# frame_scheduler_flat

Fig. 1: frame_scheduler_flat, clock nets
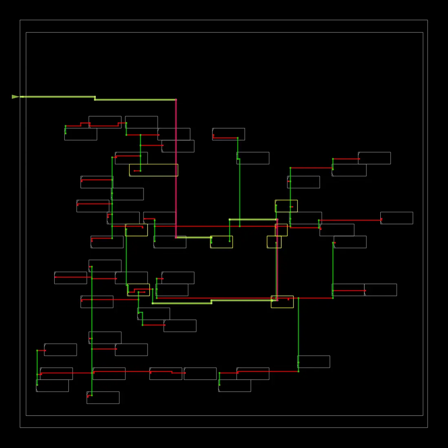

### src/rtl/panel_pkg.sv
// Shared types and defaults for the LED panel double-buffer scheduler.
package panel_pkg;

  localparam int ADDR_W_DEF  = 12;
  localparam int ROWS_DEF    = 32;
  localparam int DELAY_W_DEF = 16;
  localparam int STALL_W     = 16;

  localparam logic BANK_A = 1'b0;
  localparam logic BANK_B = 1'b1;

  typedef enum logic [1:0] {
    IDLE,
    SHOW,
    HOLD
  } sched_state_t;

endpackage

### src/rtl/frame_scheduler_if.sv
// Writer-side handshake between the frame loader and the frame scheduler.
interface frame_scheduler_if #(
  parameter int DELAY_W = panel_pkg::DELAY_W_DEF
);
  logic               i_wr_valid;
  logic [DELAY_W-1:0] i_wr_delay;
  logic               o_wr_ready;
  logic               o_wr_bank;

  modport master (
    output i_wr_valid,
    output i_wr_delay,
    input  o_wr_ready,
    input  o_wr_bank
  );

  modport slave (
    input  i_wr_valid,
    input  i_wr_delay,
    output o_wr_ready,
    output o_wr_bank
  );
endinterface

### src/rtl/row_boundary_counter.sv
// Counts row strobes and flags the strobe that completes a full panel refresh.
module row_boundary_counter #(
  parameter int ROWS = panel_pkg::ROWS_DEF
) (
  input  logic i_clk,
  input  logic i_rst,
  input  logic i_row_stb,
  output logic o_boundary
);
  localparam int CNT_W = (ROWS > 1) ? $clog2(ROWS) : 1;
  localparam logic [CNT_W-1:0] LAST = CNT_W'(ROWS - 1);

  logic [CNT_W-1:0] row_q;

  assign o_boundary = i_row_stb && (row_q == LAST);

  always_ff @(posedge i_clk) begin
    if (i_rst) begin
      row_q <= '0;
    end else if (i_row_stb) begin
      row_q <= o_boundary ? '0 : row_q + CNT_W'(1);
    end
  end
endmodule

### src/rtl/frame_scheduler.sv
// Double-buffer bank controller: swaps scan/fill banks on refresh boundaries.
// Define FRAME_SCHED_STATS_EN to build the saturating stall counter.
module frame_scheduler
  import panel_pkg::*;
#(
  parameter int ADDR_W  = ADDR_W_DEF,
  parameter int ROWS    = ROWS_DEF,
  parameter int DELAY_W = DELAY_W_DEF
) (
  input  logic               i_clk,
  input  logic               i_rst,
  input  logic               i_row_stb,
  input  logic [ADDR_W-1:0]  i_drv_addr,
  output logic [ADDR_W:0]    o_ram_rd_addr,
  frame_scheduler_if.slave   wr,
  output logic               o_front_bank,
  output logic               o_display_en,
  output logic               o_frame_stb,
  output logic               o_swap_stb,
  output logic [STALL_W-1:0] o_stall_count
);
  sched_state_t       state_q, state_n;
  logic [DELAY_W-1:0] remaining_q, remaining_n;
  logic [DELAY_W-1:0] delay_q, delay_n;
  logic               pending_q, pending_n;
  logic               front_q, front_n;
  logic               swap_q, swap_n;
  logic               disp_q, disp_n;
  logic               frame_q;
  logic               boundary;
  logic               handshake;
  logic               do_swap;

  row_boundary_counter #(.ROWS(ROWS)) u_rows (
    .i_clk      (i_clk),
    .i_rst      (i_rst),
    .i_row_stb  (i_row_stb),
    .o_boundary (boundary)
  );

  // Ready is exactly "no frame pending": it falls after a handshake and
  // returns together with the swap that consumes the pending frame.
  assign handshake      = wr.i_wr_valid && !pending_q;
  assign wr.o_wr_ready  = !pending_q;
  assign wr.o_wr_bank   = !front_q;
  assign o_front_bank   = front_q;
  assign o_ram_rd_addr  = {front_q, i_drv_addr};
  assign o_display_en   = disp_q;
  assign o_frame_stb    = frame_q;
  assign o_swap_stb     = swap_q;

  always_comb begin
    state_n     = state_q;
    remaining_n = remaining_q;
    delay_n     = delay_q;
    pending_n   = pending_q;
    front_n     = front_q;
    swap_n      = 1'b0;
    disp_n      = disp_q;
    do_swap     = 1'b0;

    if (handshake) begin
      pending_n = 1'b1;
      delay_n   = (wr.i_wr_delay == '0) ? DELAY_W'(1) : wr.i_wr_delay;
    end

    if (boundary) begin
      case (state_q)
        IDLE: do_swap = pending_q;
        SHOW: begin
          if (remaining_q <= DELAY_W'(1)) begin
            if (pending_q) begin
              do_swap = 1'b1;
            end else begin
              state_n     = HOLD;
              remaining_n = '0;
            end
          end else begin
            remaining_n = remaining_q - DELAY_W'(1);
          end
        end
        HOLD:    do_swap = pending_q;
        default: state_n = IDLE;
      endcase
    end

    // A handshake can never coincide with a swap: both key off pending_q.
    if (do_swap) begin
      state_n     = SHOW;
      front_n     = !front_q;
      remaining_n = delay_q;
      pending_n   = 1'b0;
      swap_n      = 1'b1;
      disp_n      = 1'b1;
    end
  end

  always_ff @(posedge i_clk) begin
    if (i_rst) begin
      state_q     <= IDLE;
      remaining_q <= '0;
      delay_q     <= '0;
      pending_q   <= 1'b0;
      front_q     <= BANK_A;
      swap_q      <= 1'b0;
      disp_q      <= 1'b0;
      frame_q     <= 1'b0;
    end else begin
      state_q     <= state_n;
      remaining_q <= remaining_n;
      delay_q     <= delay_n;
      pending_q   <= pending_n;
      front_q     <= front_n;
      swap_q      <= swap_n;
      disp_q      <= disp_n;
      frame_q     <= boundary;
    end
  end

`ifdef FRAME_SCHED_STATS_EN
  logic [STALL_W-1:0] stall_q;

  always_ff @(posedge i_clk) begin
    if (i_rst) begin
      stall_q <= '0;
    end else if (state_q == HOLD && boundary && !pending_q && stall_q != '1) begin
      stall_q <= stall_q + STALL_W'(1);
    end
  end

  assign o_stall_count = stall_q;
`else
  assign o_stall_count = '0;
`endif

endmodule
### src/flat_wrapper.sv
// flat-port wrapper written by rule: the top's interface ports become plain ports
module frame_scheduler_flat import panel_pkg::*;
#(
  parameter int ADDR_W  = ADDR_W_DEF,
  parameter int ROWS    = ROWS_DEF,
  parameter int DELAY_W = DELAY_W_DEF
)
  (i_clk, i_rst, i_row_stb, i_drv_addr, o_ram_rd_addr, o_front_bank, o_display_en, o_frame_stb, o_swap_stb, o_stall_count, wr_i_wr_valid, wr_i_wr_delay, wr_o_wr_ready, wr_o_wr_bank);
  frame_scheduler_if #(.DELAY_W(DELAY_W)) wr_i ();
  input  logic i_clk;
  input  logic i_rst;
  input  logic i_row_stb;
  input  logic [ADDR_W-1:0] i_drv_addr;
  output logic [ADDR_W:0] o_ram_rd_addr;
  output logic o_front_bank;
  output logic o_display_en;
  output logic o_frame_stb;
  output logic o_swap_stb;
  output logic [STALL_W-1:0] o_stall_count;
  input wire logic [$bits(wr_i.i_wr_valid)-1:0] wr_i_wr_valid;
  input wire logic [$bits(wr_i.i_wr_delay)-1:0] wr_i_wr_delay;
  output wire logic [$bits(wr_i.o_wr_ready)-1:0] wr_o_wr_ready;
  output wire logic [$bits(wr_i.o_wr_bank)-1:0] wr_o_wr_bank;
  assign wr_i.i_wr_valid = wr_i_wr_valid;
  assign wr_i.i_wr_delay = wr_i_wr_delay;
  assign wr_o_wr_ready = wr_i.o_wr_ready;
  assign wr_o_wr_bank = wr_i.o_wr_bank;
  frame_scheduler #(.ADDR_W(ADDR_W), .ROWS(ROWS), .DELAY_W(DELAY_W)) u_core (.i_clk(i_clk), .i_rst(i_rst), .i_row_stb(i_row_stb), .i_drv_addr(i_drv_addr), .o_ram_rd_addr(o_ram_rd_addr), .wr(wr_i), .o_front_bank(o_front_bank), .o_display_en(o_display_en), .o_frame_stb(o_frame_stb), .o_swap_stb(o_swap_stb), .o_stall_count(o_stall_count));
endmodule
### config.mk
export PLATFORM = sky130hd
export DESIGN_NAME = frame_scheduler_flat
export DESIGN_NICKNAME = d
export VERILOG_FILES = /design/src/rtl/panel_pkg.sv /design/src/rtl/frame_scheduler_if.sv /design/src/rtl/row_boundary_counter.sv /design/src/rtl/frame_scheduler.sv /design/src/flat_wrapper.sv
export SDC_FILE = /design/constraint.sdc
export NUM_CORES = 1
export LEC_CHECK = 0
export ABC_CLOCK_PERIOD_IN_PS = 2500
export CORE_UTILIZATION = 30
export DETAILED_ROUTE_END_ITERATION = 8
export PLACE_DENSITY = 0.57
export SETUP_SLACK_MARGIN = 0.15
export SLEW_MARGIN = 0
export SYNTH_ARGS = -nofsm -noshare
export SYNTH_HDL_FRONTEND = slang
export SYNTH_HIERARCHICAL = 1
export SYNTH_SLANG_ARGS = --single-unit
### constraint.sdc
create_clock -name i_clk -period 2.5 [get_ports i_clk]
set_input_delay 0.75 -clock i_clk [delete_from_list [all_inputs] [get_ports i_clk]]
set_output_delay 0.75 -clock i_clk [all_outputs]
set_load 0.005 [all_outputs]
# alu_seq

$ cat src/rtl/alu_seq_pkg.sv
// alu_seq_pkg: base opcode encoding shared by alu_seq and its users.
package alu_seq_pkg;

  typedef enum logic [3:0] {
    ALU_ADD  = 4'd0,
    ALU_SUB  = 4'd1,
    ALU_SLL  = 4'd2,
    ALU_SLT  = 4'd3,
    ALU_SLTU = 4'd4,
    ALU_XOR  = 4'd5,
    ALU_SRL  = 4'd6,
    ALU_SRA  = 4'd7,
    ALU_OR   = 4'd8,
    ALU_AND  = 4'd9
  } alu_opcode_t;

endpackage

$ cat src/rtl/alu_seq.sv
// alu_seq: valid/ready execute unit; single-cycle base ALU plus an iterative radix-2
// RV M-extension datapath compiled in only when ALU_MD_EN is defined.
module alu_seq
  import alu_seq_pkg::*;
#(
  parameter int unsigned XLEN = 32,
  parameter int unsigned SHW  = $clog2(XLEN)
) (
  input  logic            i_clk,
  input  logic            i_rst,
  input  logic            i_flush,
  input  logic            i_valid,
  output logic            o_ready,
  input  logic [XLEN-1:0] i_op1,
  input  logic [XLEN-1:0] i_op2,
  input  alu_opcode_t     i_alu_op,
  input  logic            i_is_md,
  input  logic [2:0]      i_md_op,
  output logic            o_valid,
  input  logic            i_ready,
  output logic [XLEN-1:0] o_result,
  output logic            o_busy
);

  logic            valid_q;
  logic [XLEN-1:0] result_q;
  logic [XLEN-1:0] base_res_c;
  logic [SHW-1:0]  shamt_c;
  logic            accept_c;

  assign shamt_c  = i_op2[SHW-1:0];
  assign accept_c = i_valid && o_ready;
  assign o_valid  = valid_q;
  assign o_result = result_q;

  always_comb begin
    base_res_c = '0;
    case (i_alu_op)
      ALU_ADD:  base_res_c = i_op1 + i_op2;
      ALU_SUB:  base_res_c = i_op1 - i_op2;
      ALU_SLL:  base_res_c = i_op1 << shamt_c;
      ALU_SLT:  base_res_c = XLEN'($signed(i_op1) < $signed(i_op2));
      ALU_SLTU: base_res_c = XLEN'(i_op1 < i_op2);
      ALU_XOR:  base_res_c = i_op1 ^ i_op2;
      ALU_SRL:  base_res_c = i_op1 >> shamt_c;
      ALU_SRA:  base_res_c = XLEN'($signed(i_op1) >>> shamt_c);
      ALU_OR:   base_res_c = i_op1 | i_op2;
      ALU_AND:  base_res_c = i_op1 & i_op2;
      default:  base_res_c = '0;
    endcase
  end

`ifdef ALU_MD_EN
  localparam int unsigned PW = 2 * XLEN;

  typedef enum logic [1:0] {S_IDLE, S_MUL, S_DIV} state_e;

  state_e          state_q;
  logic            busy_q;
  logic [SHW-1:0]  cnt_q;
  logic [XLEN-1:0] a_q;
  logic [PW-1:0]   prod_q;
  logic [2:0]      op_q;
  logic            neg_q;
  logic            rneg_q;
  logic            div0_q;

  logic            op1_s_c, op2_s_c, neg1_c, neg2_c;
  logic [XLEN-1:0] mag1_c, mag2_c;
  logic [XLEN:0]   mul_sum_c;
  logic [PW-1:0]   mul_nx_c, mul_fix_c;
  logic [XLEN:0]   rem_sh_c;
  logic            div_ge_c;
  logic [XLEN-1:0] rem_nx_c, quo_nx_c, quo_fix_c, rem_fix_c, md_res_c;

  assign o_ready = (state_q == S_IDLE) && (!valid_q || i_ready);
  assign o_busy  = busy_q;

  // Operand signedness per funct3; magnitudes feed the unsigned iterative core
  always_comb begin
    op1_s_c = 1'b0;
    op2_s_c = 1'b0;
    case (i_md_op)
      3'd1, 3'd4, 3'd6: begin
        op1_s_c = 1'b1;
        op2_s_c = 1'b1;
      end
      3'd2:    op1_s_c = 1'b1;
      default: ;
    endcase
  end

  assign neg1_c = op1_s_c & i_op1[XLEN-1];
  assign neg2_c = op2_s_c & i_op2[XLEN-1];
  assign mag1_c = neg1_c ? -i_op1 : i_op1;
  assign mag2_c = neg2_c ? -i_op2 : i_op2;

  // Shift-add step: prod_q = {partial high, remaining multiplier bits}
  assign mul_sum_c = {1'b0, prod_q[PW-1:XLEN]} + (prod_q[0] ? {1'b0, a_q} : '0);
  assign mul_nx_c  = {mul_sum_c, prod_q[XLEN-1:1]};
  assign mul_fix_c = neg_q ? -mul_nx_c : mul_nx_c;

  // Restoring step: prod_q = {partial remainder, dividend/quotient}
  assign rem_sh_c  = {prod_q[PW-1:XLEN], prod_q[XLEN-1]};
  assign div_ge_c  = rem_sh_c >= {1'b0, a_q};
  assign rem_nx_c  = div_ge_c ? XLEN'(rem_sh_c - {1'b0, a_q}) : XLEN'(rem_sh_c);
  assign quo_nx_c  = {prod_q[XLEN-2:0], div_ge_c};
  assign quo_fix_c = div0_q ? '1 : (neg_q ? -quo_nx_c : quo_nx_c);
  assign rem_fix_c = rneg_q ? -rem_nx_c : rem_nx_c;

  always_comb begin
    md_res_c = '0;
    if (state_q == S_MUL) begin
      md_res_c = (op_q == 3'd0) ? mul_fix_c[XLEN-1:0] : mul_fix_c[PW-1:XLEN];
    end else begin
      md_res_c = op_q[1] ? rem_fix_c : quo_fix_c;
    end
  end

  always_ff @(posedge i_clk) begin
    if (i_rst) begin
      state_q  <= S_IDLE;
      valid_q  <= 1'b0;
      result_q <= '0;
      busy_q   <= 1'b0;
      cnt_q    <= '0;
      a_q      <= '0;
      prod_q   <= '0;
      op_q     <= '0;
      neg_q    <= 1'b0;
      rneg_q   <= 1'b0;
      div0_q   <= 1'b0;
    end else if (i_flush) begin
      state_q <= S_IDLE;
      valid_q <= 1'b0;
      busy_q  <= 1'b0;
      cnt_q   <= '0;
    end else begin
      if (valid_q && i_ready) valid_q <= 1'b0;
      case (state_q)
        S_IDLE: begin
          if (accept_c && !i_is_md) begin
            valid_q  <= 1'b1;
            result_q <= base_res_c;
          end else if (accept_c) begin
            busy_q <= 1'b1;
            cnt_q  <= SHW'(XLEN - 1);
            op_q   <= i_md_op;
            neg_q  <= neg1_c ^ neg2_c;
            rneg_q <= neg1_c;
            div0_q <= (i_op2 == '0);
            if (i_md_op[2]) begin
              state_q <= S_DIV;
              a_q     <= mag2_c;
              prod_q  <= {{XLEN{1'b0}}, mag1_c};
            end else begin
              state_q <= S_MUL;
              a_q     <= mag1_c;
              prod_q  <= {{XLEN{1'b0}}, mag2_c};
            end
          end
        end
        S_MUL, S_DIV: begin
          prod_q <= (state_q == S_MUL) ? mul_nx_c : {rem_nx_c, quo_nx_c};
          cnt_q  <= cnt_q - SHW'(1);
          // Last step also sign-corrects and publishes the result
          if (cnt_q == '0) begin
            cnt_q    <= '0;
            result_q <= md_res_c;
            valid_q  <= 1'b1;
            busy_q   <= 1'b0;
            state_q  <= S_IDLE;
          end
        end
        default: state_q <= S_IDLE;
      endcase
    end
  end
`else
  logic unused_md_c;

  assign unused_md_c = ^i_md_op;
  assign o_ready     = !valid_q || i_ready;
  assign o_busy      = 1'b0;

  // Without the M datapath, M requests complete like base ops with a zero result
  always_ff @(posedge i_clk) begin
    if (i_rst) begin
      valid_q  <= 1'b0;
      result_q <= '0;
    end else if (i_flush) begin
      valid_q <= 1'b0;
    end else begin
      if (valid_q && i_ready) valid_q <= 1'b0;
      if (accept_c) begin
        valid_q  <= 1'b1;
        result_q <= i_is_md ? '0 : base_res_c;
      end
    end
  end
`endif

endmodule

$ cat config.mk
export PLATFORM = sky130hd
export DESIGN_NAME = alu_seq
export DESIGN_NICKNAME = d
export VERILOG_FILES = /design/src/rtl/alu_seq_pkg.sv /design/src/rtl/alu_seq.sv
export SDC_FILE = /design/constraint.sdc
export NUM_CORES = 1
export LEC_CHECK = 0
export CELL_PAD_IN_SITES_DETAIL_PLACEMENT = 0
export CELL_PAD_IN_SITES_GLOBAL_PLACEMENT = 2
export CORE_ASPECT_RATIO = 0.8
export CORE_MARGIN = 1
export CORE_UTILIZATION = 30
export DETAILED_ROUTE_END_ITERATION = 10
export PLACE_DENSITY = 0.75
export SETUP_SLACK_MARGIN = 0.5
export SYNTH_ARGS = -nofsm -noshare
export SYNTH_HDL_FRONTEND = slang
export SYNTH_SLANG_ARGS = --single-unit
$ cat constraint.sdc
create_clock -name i_clk -period 4.5 [get_ports i_clk]
set_input_delay 0.9 -clock i_clk [delete_from_list [all_inputs] [get_ports i_clk]]
set_output_delay 0.9 -clock i_clk [all_outputs]
set_load 0.01 [all_outputs]
# uart_receiver_flat

### src/rtl/uart_receiver_if.sv
// uart_receiver_if: serial line in, received byte with strobes and status out
interface uart_receiver_if;
  logic       rx_i;
  logic [7:0] data_o;
  logic       valid_o;
  logic       frame_err_o;
  logic       busy_o;
  modport master (output rx_i, input data_o, valid_o, frame_err_o, busy_o);
  modport slave  (input rx_i, output data_o, valid_o, frame_err_o, busy_o);
endinterface

### src/rtl/uart_receiver.sv
// uart_receiver: 8N1 serial receiver, mid-bit sampling, framing error detection
module uart_receiver #(
  parameter int CLKS_PER_BIT = 868
) (
  input logic         clk,
  input logic         rst,
  uart_receiver_if.slave bus
);
  localparam int HALF_BIT = CLKS_PER_BIT / 2;
  localparam logic [18:0] HALF_LAST = 19'(HALF_BIT - 1);
  localparam logic [18:0] BIT_LAST = 19'(CLKS_PER_BIT - 1);
  typedef enum logic [2:0] {IDLE, START, DATA, STOP, BRK} state_t;
  state_t      state_q, state_d;
  logic        rx_m_q, rx_s_q, rx_d_q;
  logic [18:0] timer_q, timer_d;
  logic [2:0]  idx_q, idx_d;
  logic [7:0]  shift_q, shift_d, data_q, data_d;
  logic        valid_q, valid_d, ferr_q, ferr_d;
  logic        fall, bit_end;
  assign fall = rx_d_q & ~rx_s_q;
  assign bit_end = timer_q == BIT_LAST;
  always_ff @(posedge clk) begin
    if (rst) begin
      state_q <= IDLE;
      {rx_m_q, rx_s_q, rx_d_q} <= 3'b111;
      timer_q <= '0;
      idx_q   <= '0;
      shift_q <= '0;
      data_q  <= '0;
      valid_q <= 1'b0;
      ferr_q  <= 1'b0;
    end else begin
      state_q <= state_d;
      {rx_m_q, rx_s_q, rx_d_q} <= {bus.rx_i, rx_m_q, rx_s_q};
      timer_q <= timer_d;
      idx_q   <= idx_d;
      shift_q <= shift_d;
      data_q  <= data_d;
      valid_q <= valid_d;
      ferr_q  <= ferr_d;
    end
  end
  // A low stop bit parks in BRK so a held-low line yields a single error
  always_comb begin
    state_d = state_q;
    timer_d = timer_q + 19'd1;
    idx_d   = idx_q;
    shift_d = shift_q;
    data_d  = data_q;
    valid_d = 1'b0;
    ferr_d  = 1'b0;
    case (state_q)
      IDLE: begin
        timer_d = '0;
        state_d = fall ? START : IDLE;
      end
      START: if (timer_q == HALF_LAST) begin
        state_d = rx_s_q ? IDLE : DATA;
        timer_d = '0;
        idx_d   = '0;
      end
      DATA: if (bit_end) begin
        shift_d[idx_q] = rx_s_q;
        timer_d = '0;
        idx_d   = idx_q + 3'd1;
        state_d = idx_q == 3'd7 ? STOP : DATA;
      end
      STOP: if (bit_end) begin
        timer_d = '0;
        state_d = rx_s_q ? IDLE : BRK;
        valid_d = rx_s_q;
        ferr_d  = ~rx_s_q;
        data_d  = rx_s_q ? shift_q : data_q;
      end
      BRK: if (rx_s_q) begin
        state_d = IDLE;
        timer_d = '0;
      end
      default: state_d = IDLE;
    endcase
  end
  assign bus.data_o      = data_q;
  assign bus.valid_o     = valid_q;
  assign bus.frame_err_o = ferr_q;
  assign bus.busy_o      = state_q != IDLE;
endmodule

### src/flat_wrapper.sv
// flat-port wrapper written by rule: the top's interface ports become plain ports
module uart_receiver_flat 
#(
  parameter int CLKS_PER_BIT = 868
)
  (clk, rst, bus_rx_i, bus_data_o, bus_valid_o, bus_frame_err_o, bus_busy_o);
  uart_receiver_if bus_i ();
  input logic clk;
  input logic rst;
  input wire logic [$bits(bus_i.rx_i)-1:0] bus_rx_i;
  output wire logic [$bits(bus_i.data_o)-1:0] bus_data_o;
  output wire logic [$bits(bus_i.valid_o)-1:0] bus_valid_o;
  output wire logic [$bits(bus_i.frame_err_o)-1:0] bus_frame_err_o;
  output wire logic [$bits(bus_i.busy_o)-1:0] bus_busy_o;
  assign bus_i.rx_i = bus_rx_i;
  assign bus_data_o = bus_i.data_o;
  assign bus_valid_o = bus_i.valid_o;
  assign bus_frame_err_o = bus_i.frame_err_o;
  assign bus_busy_o = bus_i.busy_o;
  uart_receiver #(.CLKS_PER_BIT(CLKS_PER_BIT)) u_core (.clk(clk), .rst(rst), .bus(bus_i));
endmodule
### config.mk
export PLATFORM = sky130hd
export DESIGN_NAME = uart_receiver_flat
export DESIGN_NICKNAME = d
export VERILOG_FILES = /design/src/rtl/uart_receiver_if.sv /design/src/rtl/uart_receiver.sv /design/src/flat_wrapper.sv
export SDC_FILE = /design/constraint.sdc
export NUM_CORES = 1
export LEC_CHECK = 0
export ABC_AREA = 0
export CELL_PAD_IN_SITES_DETAIL_PLACEMENT = 1
export CELL_PAD_IN_SITES_GLOBAL_PLACEMENT = 2
export CORE_MARGIN = 2
export CORE_UTILIZATION = 39
export DETAILED_ROUTE_END_ITERATION = 10
export PLACE_DENSITY_LB_ADDON = 0.12
export REMOVE_ABC_BUFFERS = 1
export SYNTH_ARGS = -nofsm -noshare
export SYNTH_HDL_FRONTEND = slang
export SYNTH_SLANG_ARGS = --single-unit
### constraint.sdc
create_clock -name clk -period 3.1 [get_ports clk]
set_input_delay 0.93 -clock clk [delete_from_list [all_inputs] [get_ports clk]]
set_output_delay 0.93 -clock clk [all_outputs]
set_load 0.03 [all_outputs]
Fig. 2: uart_receiver_flat, clock distribution
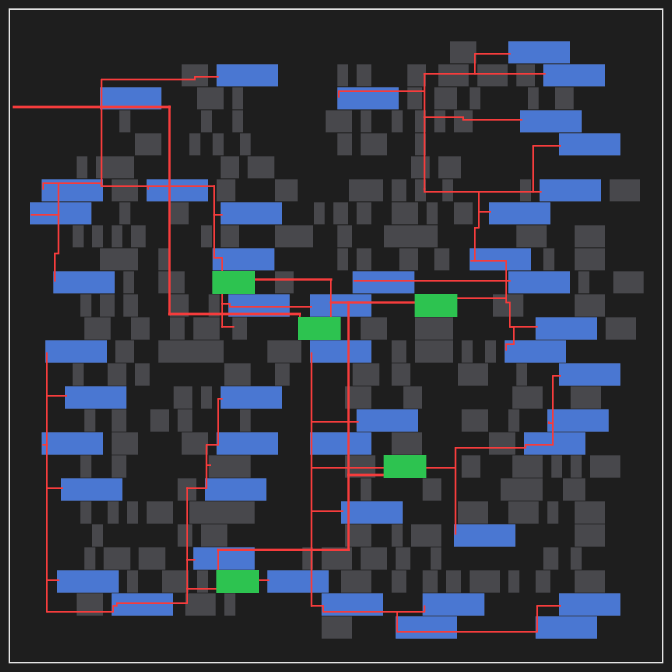
[blue] flip-flops | count: 46
[red] clock wires | length: 597 um
[green] cells driving clock nets | count: 5
routed clock nets: 6

==> summary.txt, uart_receiver_flat <==
Observations from the implementation run.

Timing:
- The run puts the worst-margin pin slew at 0.677 ns.
- Setup repair after global routing left no endpoint under its margin.
- The final layout reports a setup TNS of 0 ns.
- The run puts the peak clock frequency supported by timing at 387 MHz.

Synth:
- The run puts the flip-flop and latch count after synthesis at 46.
- The run puts the fraction of the mapped netlist area in adder cells at 2.40%.

Cells and area:
- Per the cell usage report, the commonest logic cell in the layout is sky130_fd_sc_hd__dfxtp_1.
- The run puts the area taken by flip-flops and latches at 921 sq um.
- Once layout is complete, the cells apart from fillers number 302.
- The top cell types in the final layout, fill and taps aside, are 46 x sky130_fd_sc_hd__dfxtp_1, 35 x sky130_fd_sc_hd__nor2_1, 19 x sky130_fd_sc_hd__nand2_1, 13 x sky130_fd_sc_hd__nand3_1, 13 x sky130_fd_sc_hd__clkdlybuf4s50_1.
- The run gives the flip-flop count of the largest register after layout as 19.

Global routing:
- The run gives the wire length of the first global-routing pass as 7.61 mm.

Floorplanning:
- The run gives the initial standard-cell utilization of the core as 40.5%.

CTS:
- The run gives the number of clock sinks as 46.

Drt:
- The first detailed-routing pass ran for 6 iterations.

Placement:
- The run puts the final weighted congestion in routability-driven placement at 0.728.
- The run puts the post-placement cell area at 0.00221 sq mm.

Power:
- The run gives the group with the largest share of power as registers.
- The run gives the combinational group power as 43.0 uW.

Worst setup path:
- STA puts the critical path data required time at 2.17 ns.
- Across all register-to-register paths, the minimum setup slack is 0.96 ns.

Status:
- The flow ran to the end, and the final reports show no timing, DRC or antenna violations.
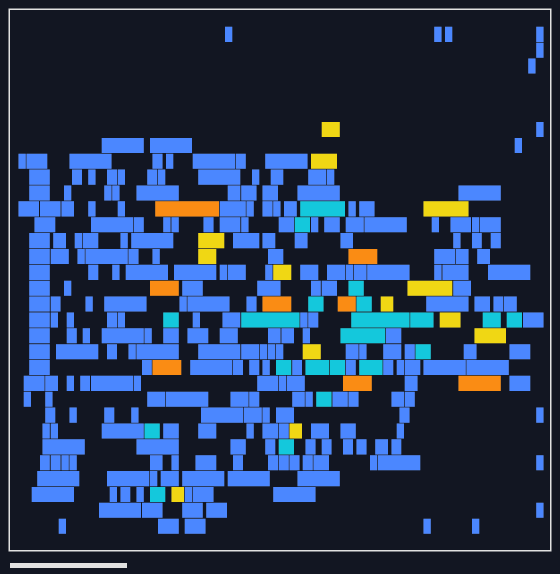
Fig. 3. Sizing map (frame_scheduler_flat).
Scale bar: 20 um.
| colour | size | cells | share |
|---|---|---|---|
| orange | drive 6 and up | 8 | 2.6% |
| yellow | drive 2 | 13 | 4.2% |
| blue | drive 1 or less | 271 | 87% |
| cyan | drive 3 to 4 | 21 | 6.7% |

About Fig. 1:
clk latency late pin: 0.31 ns
power attributed to the clock group: 578 uW

==> summary.txt, frame_scheduler_flat <==
Observations from the implementation run.

Status:
- The run finished with clean final reports.

Worst setup path:
- The capture point of the worst register-to-register path is recorded as u_core/remaining_q[14]$_SDFFE_PP0P_.
- The run gives the launching point of the worst reg2reg path as u_core/remaining_q[4]$_SDFFE_PP0P_.
- The run gives the critical path depth in cells as 2.

CTS:
- The root buffer cell chosen for the clock tree is sky130_fd_sc_hd__clkbuf_8.
- The run puts the number of buffers added by the clock tree synthesis step at 5.

Floorplanning:
- The run puts the total core area at 0.00785 sq mm.
- From bottom edge to top edge, the die measures 92.6 um.

Cells and area:
- The run puts the clock buffer and inverter area fraction after layout at 4.03%.
- The run gives the combinational share of cell area as 47.0%.
- The run gives the number of nets in the finished design as 348.
- Between the synthesized netlist and the finished layout, the area growth was recorded as 16.2%.

Synth:
- The run puts the mean area per synthesized cell at 8.34 sq um.
- The run gives the area fraction in mux cells as 1.22%.

Flow run:
- Warnings raised by the tools during the run amount to 27.

Power:
- The run gives the fraction of power spent switching nets as 24.3%.
- The run puts the internal power contribution at 1070 uW.
- Power comes to 1420 uW.
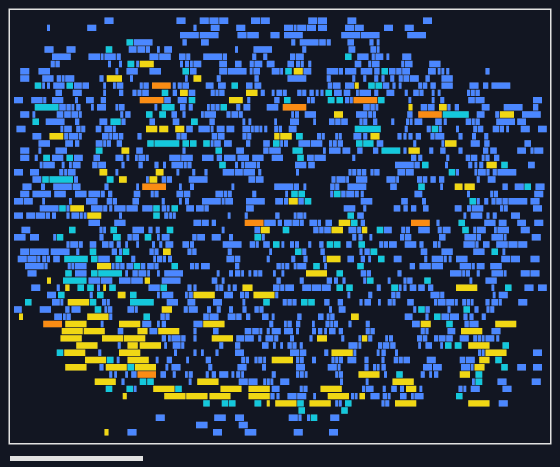
Fig. 4. Sizing map (alu_seq).
Scale bar: 50 um.
| colour | size | cells | share |
|---|---|---|---|
| blue | drive 1 or less | 1236 | 82% |
| orange | drive 6 and up | 10 | 0.66% |
| cyan | drive 3 to 4 | 150 | 10% |
| yellow | drive 2 | 109 | 7.2% |

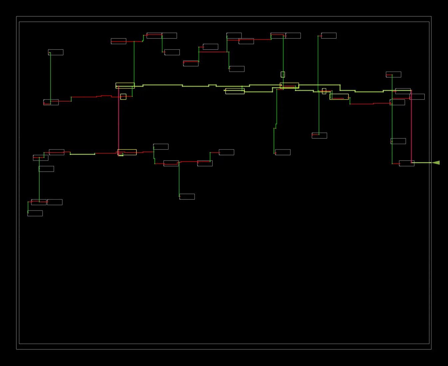
Fig. 5. Clock nets (alu_seq).
number of CTS-inserted buffers: 5
power attributed to the clock group: 377 uW
FF+latch count: 33
# clock sinks: 33
clk_skew: 0.00427 ns

==> summary.txt, alu_seq <==
Observations from the implementation run.

Status:
- The run finished with clean final reports.

Synth:
- In this run, the synthesized area fraction spent on adder and majority cells is recorded as 13.3%.
- After synthesis, the cell types taking the most area are sky130_fd_sc_hd__ha_1 13%, sky130_fd_sc_hd__mux4_2 11%, sky130_fd_sc_hd__a21oi_1 7.4%.
- The run gives the largest area contributor in the synthesized netlist as sky130_fd_sc_hd__ha_1.
- Multiplexer cells account for 17.0% of the synthesized area.
- The run gives the flip-flop and latch count after synthesis as 33.
- The run puts the xor/xnor cell area share of the yosys netlist at 0.630%.

Power:
- The run puts the combinational group power at 1340 uW.
- The run puts the sequential logic power at 304 uW.
- Per report_power, the top consumer among the power groups is combinational logic.

Cells and area:
- The clock buffers instantiated in the layout total 5.
- In the layout the commonest cells are 161 x sky130_fd_sc_hd__nor2_1, 138 x sky130_fd_sc_hd__a21oi_1, 134 x sky130_fd_sc_hd__buf_4, 118 x sky130_fd_sc_hd__nand2_1, 95 x sky130_fd_sc_hd__clkdlybuf4s50_1.
- Of the total standard cell area in the layout, the multi-input combinational portion is 68.6%.
- The run gives the dominant kind of cell as multi-input combinational cells.
- The run puts the filler-free cell count of the finished design at 1927.

Flow run:
- The run gives the count of maximum capacitance violations as 0.

Worst setup path:
- The run puts the highest fanout seen on the critical path at 37.
- In this run the critical register-to-register path is captured at o_result[28]$_SDFFE_PP0P_.
- Counting stages on the worst path, the most repeated cell is sky130_fd_sc_hd__buf_4.
- The run gives the launching instance or port of the critical path as i_op2[0].
- The run puts the worst-case register-to-register setup slack at 1.88 ns.
- In this run the critical register-to-register path is launched from o_valid$_SDFFE_PP0P_.

CTS:
- TritonCTS built the clock tree.
- The skew report gives the latency at the later pin of the worst-skew pair as 0.30 ns.

Floorplanning:
- According to the floorplan log, the row count is 58.
- The run puts the height of the chip at 163 um.
- 112 I/O pins were placed.
- The run puts the full die area at 0.0332 sq mm.

Timing:
- The max-slew check reports its worst relative slack as 38.2%.

Global routing:
- met2 is the most crowded layer.


==> notes/layouts.md <==
Pictures saved along the way, in no particular order.

I/O pins on the die edge.
Pins as bars across the die edge, other pins in grey.
(a)
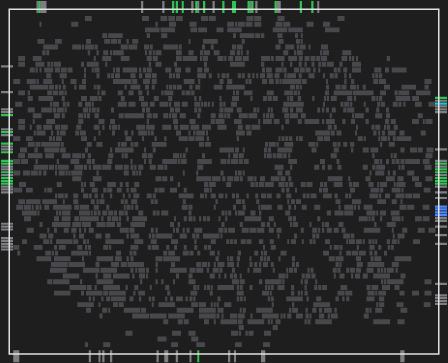
(b)
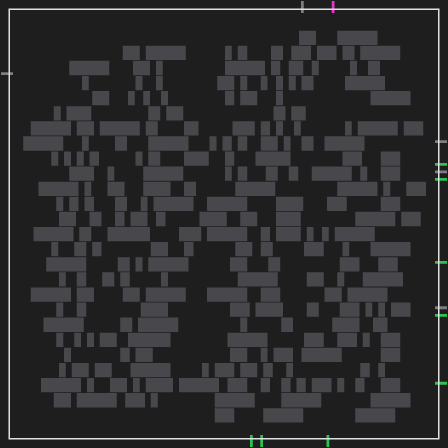
(c)
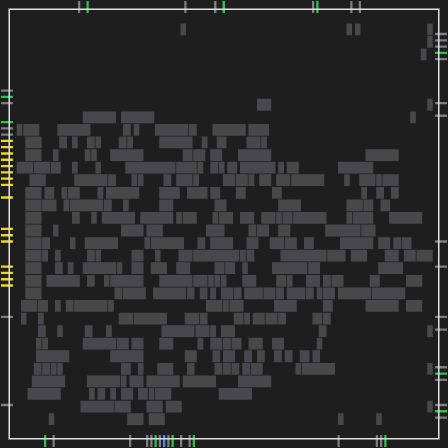
(b): uart_receiver_flat
(a): alu_seq
(c): frame_scheduler_flat
Of these, most pins: (a)
Of these, fewest pins: (b)

Key to (a):
| colour | port | pins | direction | edge |
|---|---|---|---|---|
| green | `o_result` | 32 | output | 14 top, 10 left, 7 right, 1 bottom |
| cyan | `o_valid` | 1 | output | right |
| blue | `i_alu_op` | 4 | input | right |

No activity file was given, so power comes from the tool's default toggle rates.
